# parallel_uart_tx_flat

$ cat src/rtl/parallel_uart_tx_if.sv
// Byte-store port between the processor's 0xFF output register and the UART transmitter.
// Latency: none, wires only.
// Backpressure: none on the bus; the slave reports full/overflow and drops writes it cannot take.
interface parallel_uart_tx_if;
    logic       wr_en;
    logic [7:0] wr_data;
    logic       tx;
    logic       busy;
    logic       full;
    logic       overflow;

    // Processor / output-port side
    modport master (
        output wr_en, wr_data,
        input  tx, busy, full, overflow
    );

    // Transmitter side
    modport slave (
        input  wr_en, wr_data,
        output tx, busy, full, overflow
    );
endinterface

$ cat src/rtl/parallel_uart_tx.sv
// 8N1 serial transmitter fed by single-cycle byte stores through a small circular FIFO.
// Latency: a byte written into an empty FIFO while idle is popped next edge; tx falls right after it.
// Backpressure: none; a store to a full FIFO without a same-edge pop is dropped and sets sticky overflow.
module parallel_uart_tx #(
    parameter int CLKS_PER_BIT = 16,   // >= 2
    parameter int FIFO_DEPTH   = 4     // power of two, >= 2
) (
    input  logic               clk,
    input  logic               rst_n,
    parallel_uart_tx_if.slave  port_if
);
    localparam int BW = $clog2(CLKS_PER_BIT);
    localparam int PW = $clog2(FIFO_DEPTH);
    localparam int CW = PW + 1;
    localparam logic [BW-1:0] BAUD_LOAD = BW'(CLKS_PER_BIT - 1);
    localparam logic [CW-1:0] DEPTH_C   = CW'(FIFO_DEPTH);

    typedef enum logic [1:0] {S_IDLE, S_START, S_DATA, S_STOP} state_t;

    state_t         state_q, state_d;
    logic [BW-1:0]  baud_q, baud_d;
    logic [2:0]     bit_idx_q, bit_idx_d;
    logic [7:0]     shift_q, shift_d;
    logic           tx_q, tx_d;

    logic [PW-1:0]  wr_ptr_q, rd_ptr_q;
    logic [CW-1:0]  count_q;
    logic           overflow_q;
    logic [7:0]     mem_q [FIFO_DEPTH];

    logic           full;
    logic           bit_end;
    logic           pop;
    logic           push;
    logic [7:0]     head;

    assign full    = (count_q == DEPTH_C);
    assign bit_end = (baud_q == '0);
    assign head    = mem_q[rd_ptr_q];
    // Pops happen only when the FSM starts a frame: from idle, or at the last stop-bit cycle.
    assign pop     = (count_q != '0) &&
                     ((state_q == S_IDLE) || ((state_q == S_STOP) && bit_end));
    // A full FIFO still accepts a store when the head leaves on the same edge.
    assign push    = port_if.wr_en && (!full || pop);

    // FIFO pointers, occupancy and the sticky drop flag
    always_ff @(posedge clk or negedge rst_n) begin
        if (!rst_n) begin
            wr_ptr_q   <= '0;
            rd_ptr_q   <= '0;
            count_q    <= '0;
            overflow_q <= 1'b0;
        end else begin
            if (push) wr_ptr_q <= wr_ptr_q + PW'(1);
            if (pop)  rd_ptr_q <= rd_ptr_q + PW'(1);
            if (push && !pop)      count_q <= count_q + CW'(1);
            else if (pop && !push) count_q <= count_q - CW'(1);
            if (port_if.wr_en && !push) overflow_q <= 1'b1;
        end
    end

    // FIFO storage; contents are don't-care until written, so no reset
    always_ff @(posedge clk) begin
        if (push) mem_q[wr_ptr_q] <= port_if.wr_data;
    end

    // FSM state, baud counter, shift register and registered line output
    always_ff @(posedge clk or negedge rst_n) begin
        if (!rst_n) begin
            state_q   <= S_IDLE;
            baud_q    <= '0;
            bit_idx_q <= '0;
            shift_q   <= '0;
            tx_q      <= 1'b1;
        end else begin
            state_q   <= state_d;
            baud_q    <= baud_d;
            bit_idx_q <= bit_idx_d;
            shift_q   <= shift_d;
            tx_q      <= tx_d;
        end
    end

    // Next-state: each bit lasts until the baud counter reads zero
    always_comb begin
        state_d   = state_q;
        baud_d    = baud_q;
        bit_idx_d = bit_idx_q;
        shift_d   = shift_q;
        case (state_q)
            S_IDLE: begin
                if (pop) begin
                    shift_d = head;
                    baud_d  = BAUD_LOAD;
                    state_d = S_START;
                end
            end
            S_START: begin
                if (bit_end) begin
                    baud_d    = BAUD_LOAD;
                    bit_idx_d = '0;
                    state_d   = S_DATA;
                end else begin
                    baud_d = baud_q - BW'(1);
                end
            end
            S_DATA: begin
                if (bit_end) begin
                    baud_d    = BAUD_LOAD;
                    shift_d   = shift_q >> 1;
                    bit_idx_d = bit_idx_q + 3'd1;
                    if (bit_idx_q == 3'd7) state_d = S_STOP;
                end else begin
                    baud_d = baud_q - BW'(1);
                end
            end
            S_STOP: begin
                if (bit_end) begin
                    if (pop) begin
                        // Chain straight into the next start bit, no idle gap
                        shift_d = head;
                        baud_d  = BAUD_LOAD;
                        state_d = S_START;
                    end else begin
                        state_d = S_IDLE;
                    end
                end else begin
                    baud_d = baud_q - BW'(1);
                end
            end
            default: state_d = S_IDLE;
        endcase
    end

    // Line level for the next cycle, derived from the next state so tx is a clean flop
    always_comb begin
        tx_d = 1'b1;
        case (state_d)
            S_START: tx_d = 1'b0;
            S_DATA:  tx_d = shift_d[0];
            default: tx_d = 1'b1;
        endcase
    end

    assign port_if.tx       = tx_q;
    assign port_if.busy     = (state_q != S_IDLE) || (count_q != '0);
    assign port_if.full     = full;
    assign port_if.overflow = overflow_q;

endmodule

$ cat src/flat_wrapper.sv
// flat-port wrapper written by rule: the top's interface ports become plain ports
module parallel_uart_tx_flat 
#(
    parameter int CLKS_PER_BIT = 16,          
    parameter int FIFO_DEPTH   = 4                          
)
  (clk, rst_n, port_if_wr_en, port_if_wr_data, port_if_tx, port_if_busy, port_if_full, port_if_overflow);
  parallel_uart_tx_if port_if_i ();
  input  logic clk;
  input  logic rst_n;
  input wire logic [$bits(port_if_i.wr_en)-1:0] port_if_wr_en;
  input wire logic [$bits(port_if_i.wr_data)-1:0] port_if_wr_data;
  output wire logic [$bits(port_if_i.tx)-1:0] port_if_tx;
  output wire logic [$bits(port_if_i.busy)-1:0] port_if_busy;
  output wire logic [$bits(port_if_i.full)-1:0] port_if_full;
  output wire logic [$bits(port_if_i.overflow)-1:0] port_if_overflow;
  assign port_if_i.wr_en = port_if_wr_en;
  assign port_if_i.wr_data = port_if_wr_data;
  assign port_if_tx = port_if_i.tx;
  assign port_if_busy = port_if_i.busy;
  assign port_if_full = port_if_i.full;
  assign port_if_overflow = port_if_i.overflow;
  parallel_uart_tx #(.CLKS_PER_BIT(CLKS_PER_BIT), .FIFO_DEPTH(FIFO_DEPTH)) u_core (.clk(clk), .rst_n(rst_n), .port_if(port_if_i));
endmodule
$ cat config.mk
export PLATFORM = sky130hd
export DESIGN_NAME = parallel_uart_tx_flat
export DESIGN_NICKNAME = d
export VERILOG_FILES = /design/src/rtl/parallel_uart_tx_if.sv /design/src/rtl/parallel_uart_tx.sv /design/src/flat_wrapper.sv
export SDC_FILE = /design/constraint.sdc
export NUM_CORES = 1
export LEC_CHECK = 0
export CAP_MARGIN = 20
export CORE_MARGIN = 3
export CORE_UTILIZATION = 28
export CTS_CLUSTER_DIAMETER = 50
export DETAILED_ROUTE_END_ITERATION = 8
export GPL_TIMING_DRIVEN = 0
export PLACE_DENSITY = 0.52
export SYNTH_ARGS = -nofsm -noshare
export SYNTH_HDL_FRONTEND = slang
export SYNTH_SLANG_ARGS = --single-unit
$ cat constraint.sdc
create_clock -name clk -period 2.8 [get_ports clk]
set_input_delay 0.28 -clock clk [delete_from_list [all_inputs] [get_ports clk]]
set_output_delay 0.28 -clock clk [all_outputs]
set_load 0.05 [all_outputs]
parallel_uart_tx_flat, cell density map:
Drawn at 4 px/um. 11 x 11 tiles, from dark blue (low) to red (high), 0 to 100% covered.
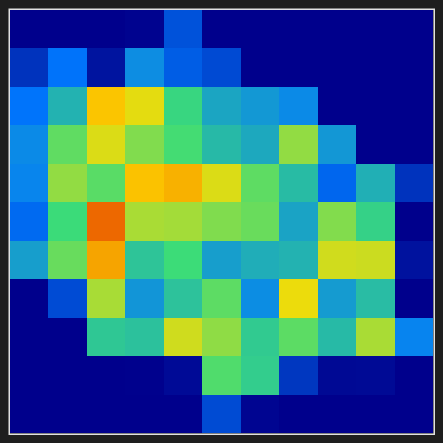
tiles over 75% full	4.1%
nearly empty tiles	34%
fullest tile	88%
mean over tiles	29%
area of the core: 9460 sq um
Core Util, Final: 0.359

parallel_uart_tx_flat, cells by drive strength:
Drawn at 4 px/um.
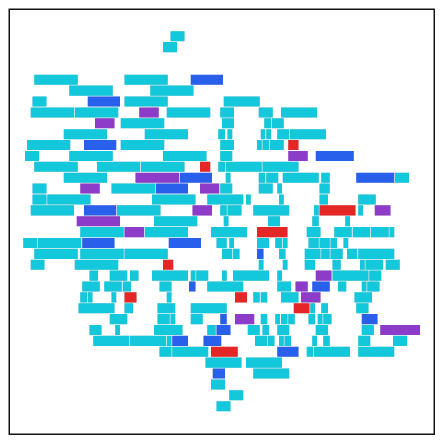
size	color	cells
drive 1 or less	cyan	192
drive 2	blue	20
drive 3 to 4	red	9
drive 6 and up	purple	15
final setup margin: 0.236 ns
Non-CTS buffers: 25

parallel_uart_tx_flat, signal wires on met1:
Drawn at 6 px/um. Supply wires on this layer in gray.
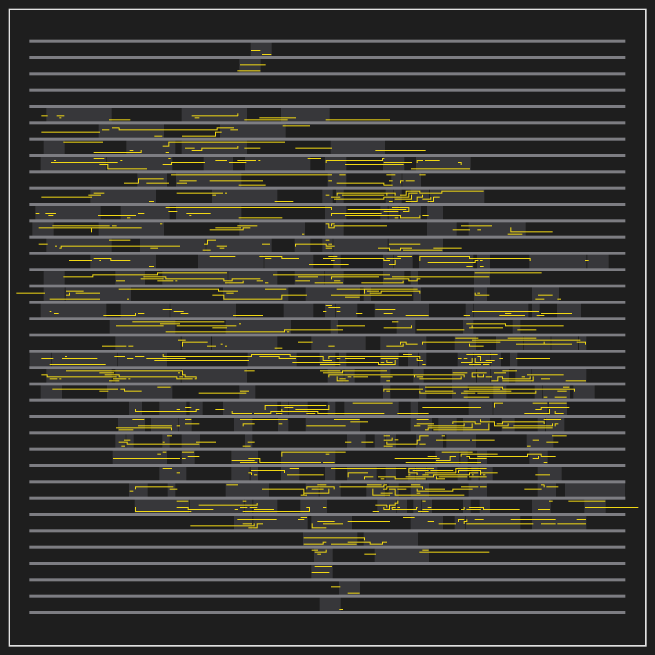
main direction	horizontal
share of all routed wire	45%
longest straight run	27.6 um
wire length on this layer	2,390 um
met1 Track Usage GR: 0.129
routed wire length: 5260 um
vias post-DR: 1,714

==> changes_impl.md <==
### Metrics

- Post-synthesis cell count: about 200
- Final Hold Violation Tally: 0
- Post-Synth Simple-Gate Area: 0.0883
- Port buffer count: 14
- Worst setup endpoint: u_core.count_q[2]
- CP endpoint kind: flop
- FILL cells: 963
- Final setup fails: 0
- Yosys top cell area share: 0.344
- Status: finished clean
- First-pass GRT wire length: 8710 um
- GRT Util Overall: 0.101
- Routability cong.: 0.751
- Clk_skew: 0.00917 ns
- Metal1 wirelength: 2390 um
- DR WL met3: around 230 um
- Crit path largest cell delay: 0.41 ns
[metrics by stage]
stage	utilization	instance area, sq um	hold WS, ns	setup slack, ns	TNS [ns]
2_1_floorplan	-	2800	-0.0156	0.113	0
3_3_place_gp	0.328	3100	0.460	-0.378	-1.39
3_5_place_dp	0.330	3130	0.463	-0.417	-2.15
4_1_cts	0.356	3370	0.367	-0.0203	-0.0203
5_1_grt	0.359	3390	0.380	-0.00637	-0.00637
6_report	0.359	3390	0.348	0.236	0
[cells in the mapped netlist (all sizes together) (3+ instances only)]
cell / number
a21oi: 7
xor2: 3
nor2: 7
inv: 9
mux2i: 6
o21ai: 14
buf: 4
ha: 13
o21a: 3
and2: 5
a22o: 11
nand2: 14
edfxtp: 32
xnor2: 3
nand2b: 3
dfrtp: 25
nor3b: 3
clkbuf: 5
mux4: 8
[final cells by class]
class	count	area share
sequential	58	0.476
multi-input combinational	128	0.333
timing repair buffer	16	0.0516
tap	129	0.0476
clock buffer	9	0.0365
clock inverter	7	0.0299
buffer	9	0.0155
inverter	9	0.00996
[report_power, final]
group / internal, mW / switching, mW / leakage (nW)
clock network: 0.506 / 0.357 / 0.106
logic: 0.661 / 0.833 / 0.599
registers: 1.16 / 0.162 / 0.614

# rob_ctrl

rob_ctrl, cells by drive strength:
Drawn at 1.5 px/um.
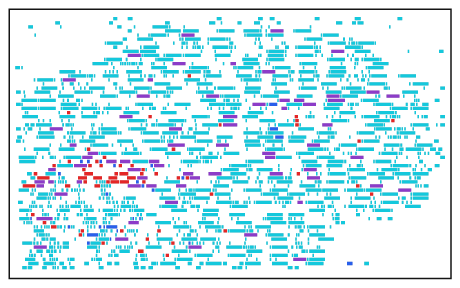
rob_ctrl, nets reached from selected ports:
Drawn at 1.5 px/um.
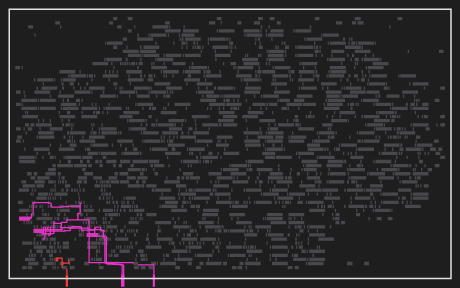
===== config.mk =====
export PLATFORM = sky130hd
export DESIGN_NAME = rob_ctrl
export DESIGN_NICKNAME = d
export VERILOG_FILES = /design/src/rtl/rob_ctrl.sv
export SDC_FILE = /design/constraint.sdc
export NUM_CORES = 1
export LEC_CHECK = 0
export ABC_AREA = 1
export ABC_CLOCK_PERIOD_IN_PS = 3800
export CAP_MARGIN = 20
export CORE_ASPECT_RATIO = 0.6
export CORE_MARGIN = 3
export CORE_UTILIZATION = 30
export CTS_CLUSTER_DIAMETER = 150
export DETAILED_ROUTE_END_ITERATION = 7
export PLACE_DENSITY_LB_ADDON = 0.08
export SETUP_SLACK_MARGIN = 0.1
export SYNTH_ARGS = -nofsm -noshare
export SYNTH_HDL_FRONTEND = slang
export SYNTH_SLANG_ARGS = --single-unit

===== constraint.sdc =====
create_clock -name clk -period 3.8 [get_ports clk]
set_clock_uncertainty 0.2 [all_clocks]
set_input_delay 0.95 -clock clk [delete_from_list [all_inputs] [get_ports clk]]
set_output_delay 0.95 -clock clk [all_outputs]
set_load 0.02 [all_outputs]

===== src/rtl/rob_ctrl.sv =====
// rob_ctrl: reorder-buffer controller with in-order retirement.
//   Entries are allocated at the tail, completed out of order through the
//   CDB, and retired from the head one per cycle once done.
// Ports:
//   clk, rst                     - clock, synchronous active-high reset
//   alloc_valid/alloc_rd         - dispatch request and destination register
//   alloc_ready/alloc_tag        - entry available, tag granted (tail)
//   cdb_valid/cdb_tag/cdb_value  - completion broadcast
//   commit_valid/commit_ready    - head retirable / register file accepts
//   commit_tag/rd/value          - head entry contents
//   flush                        - discard all entries
//   count/full/empty             - occupancy status
// Configuration:
//   QU_ROB_CDB_FWD_EN - when defined, a completion to a pending head entry is
//   forwarded so the head can retire in the same cycle it completes.
module rob_ctrl #(
  parameter int unsigned DEPTH = 8,
  parameter int unsigned AW    = $clog2(DEPTH),
  parameter int unsigned DW    = 32
) (
  input  logic          clk,
  input  logic          rst,
  input  logic          alloc_valid,
  input  logic [4:0]    alloc_rd,
  output logic          alloc_ready,
  output logic [AW-1:0] alloc_tag,
  input  logic          cdb_valid,
  input  logic [AW-1:0] cdb_tag,
  input  logic [DW-1:0] cdb_value,
  output logic          commit_valid,
  input  logic          commit_ready,
  output logic [AW-1:0] commit_tag,
  output logic [4:0]    commit_rd,
  output logic [DW-1:0] commit_value,
  input  logic          flush,
  output logic [AW:0]   count,
  output logic          full,
  output logic          empty
);

  localparam int unsigned RW = 5;

  logic [AW-1:0]    r_head;
  logic [AW-1:0]    r_tail;
  logic [AW:0]      r_count;
  logic [DEPTH-1:0] r_valid;
  logic [DEPTH-1:0] r_done;
  logic [RW-1:0]    r_rd    [DEPTH];
  logic [DW-1:0]    r_value [DEPTH];

  logic w_alloc;
  logic w_cpl;
  logic w_commit;
  logic w_fwd;

  // Status and allocation outputs come straight from state.
  assign full        = (r_count == (AW+1)'(DEPTH));
  assign empty       = (r_count == '0);
  assign alloc_ready = !full;
  assign alloc_tag   = r_tail;
  assign count       = r_count;

  // Head forwarding: a completion to the still-pending head makes it retirable now.
`ifdef QU_ROB_CDB_FWD_EN
  assign w_fwd = cdb_valid && (cdb_tag == r_head) && r_valid[r_head] && !r_done[r_head];
`else
  assign w_fwd = 1'b0;
`endif

  assign commit_valid = !empty && (r_done[r_head] || w_fwd);
  assign commit_tag   = r_head;
  assign commit_rd    = r_rd[r_head];
  assign commit_value = w_fwd ? cdb_value : r_value[r_head];

  // Handshakes; a flush cycle suppresses the commit.
  assign w_alloc  = alloc_valid && alloc_ready;
  assign w_cpl    = cdb_valid && r_valid[cdb_tag];
  assign w_commit = commit_valid && commit_ready && !flush;

  // Entry and pointer state. The commit clear is ordered last so it wins
  // over a completion landing on the head in the same cycle.
  always_ff @(posedge clk) begin
    if (rst) begin
      r_head  <= '0;
      r_tail  <= '0;
      r_count <= '0;
      r_valid <= '0;
      r_done  <= '0;
      for (int unsigned i = 0; i < DEPTH; i++) begin
        r_rd[i]    <= '0;
        r_value[i] <= '0;
      end
    end else if (flush) begin
      r_head  <= '0;
      r_tail  <= '0;
      r_count <= '0;
      r_valid <= '0;
      r_done  <= '0;
    end else begin
      if (w_cpl) begin
        r_done[cdb_tag]  <= 1'b1;
        r_value[cdb_tag] <= cdb_value;
      end
      if (w_alloc) begin
        r_valid[r_tail] <= 1'b1;
        r_done[r_tail]  <= 1'b0;
        r_rd[r_tail]    <= alloc_rd;
        r_tail          <= r_tail + AW'(1);
      end
      if (w_commit) begin
        r_valid[r_head] <= 1'b0;
        r_done[r_head]  <= 1'b0;
        r_head          <= r_head + AW'(1);
      end
      case ({w_alloc, w_commit})
        2'b10:   r_count <= r_count + (AW+1)'(1);
        2'b01:   r_count <= r_count - (AW+1)'(1);
        default: r_count <= r_count;
      endcase
    end
  end

endmodule


==> changes_impl.md <==
### Metrics

- Status: finished clean
- Clock buffer depth: 3
- Critical path, cell by cell: inv_4, buf_16, buf_6, nor2_1, o32ai_1, nand2_1, nand2_1, clkdlybuf4s15_1
- Hold path cells: 4
- Top Consumer: registers
- Setup tns final: 0 ns
- Leading cell kind: sequential cells
- RSZ-0062 raised after global routing: false
- Initial antenna violation count: 0
- Worst setup endpoint: commit_value[2]
- Final setup fails: 0
- Seq area share: 0.524
- Tapcell count: 640
- # resized after CTS: 41
- Clk Latency, worst-skew pair: 0.53 ns
- Core Util, Final: 0.373
- Placed inst area: 16,800 sq um
- Sw Share: 0.224
## Picture notes: 'cells by drive strength' of rob_ctrl
size	color	cells	most used
drive 3 to 4	red	59	buf_4
drive 6 and up	purple	68	clkbuf_16
drive 2	blue	27	nand2_2
drive 1 or less	cyan	1,488	nor2_1
Non-CTS buffers: 167
final setup margin: 0.190 ns
P&R area growth vs syn: 21.5%
post-route cell area: 18,100 sq um

## Picture notes: 'nets reached from selected ports' of rob_ctrl
port	color	direction	end cells	buffers	wire
commit_tag	magenta	output	3	4	386 um
alloc_ready	red	output	1	1	22.0 um
# IOs: 97
port buffer count: 96

[synthesized netlist by cell type (9+ instances only)]
| library cell | number | area, sq um |
|---|---|---|
| nor2_1 | 546 | 2050 |
| edfxtp_1 | 296 | 8890 |
| nand2_1 | 211 | 792 |
| inv_1 | 85 | 319 |
| o21ai_0 | 83 | 415 |
| o32ai_1 | 74 | 648 |
| clkbuf_1 | 44 | 165 |
| dfxtp_1 | 29 | 581 |
| buf_6 | 25 | 282 |
| nand3_1 | 21 | 105 |
| buf_2 | 15 | 75.1 |
| a21oi_1 | 14 | 70.1 |
| nand4_1 | 9 | 56.3 |
[critical path, delay by kind of cell, from the launching register on]
family,cells,cell delay (ns)
buffers and inverters,4,0.89
DFF,1,0.41
AOI/OAI and AO/OA,1,0.24
and+or+nand+nor,3,0.37
[per-layer routing]
metal | share of wire | vias to the layer above | GRT usage
li1 | - | 5304 | -
met1 | 0.55 | 5492 | 0.296
met2 | 0.39 | 285 | 0.238
met3 | 0.053 | 40 | 0.0264
met4 | 0.012 | 0 | 0.0299
met5 | 0 | - | 0
[state kept, by name (all words and copies together), names as in the netlist, named ones only]
name / count
r_value: 256
r_valid: 8
r_rd: 40
commit_tag: 3
r_done: 8
alloc_tag: 3
count: 4


==> layout pictures side by side <==
Cell outlines without signal wires.
Plate I
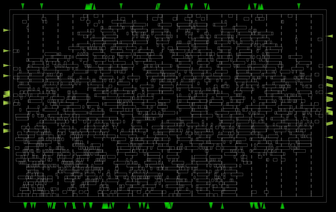
Plate II
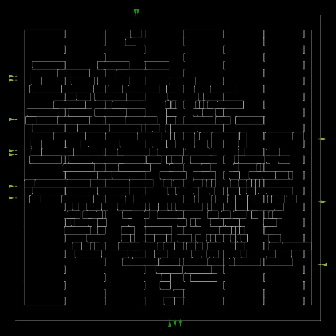
Plate I -> rob_ctrl
Plate II -> parallel_uart_tx_flat
- most cells: Plate I
- most sequential cells: Plate I

Power and IR drop assume default switching activity.
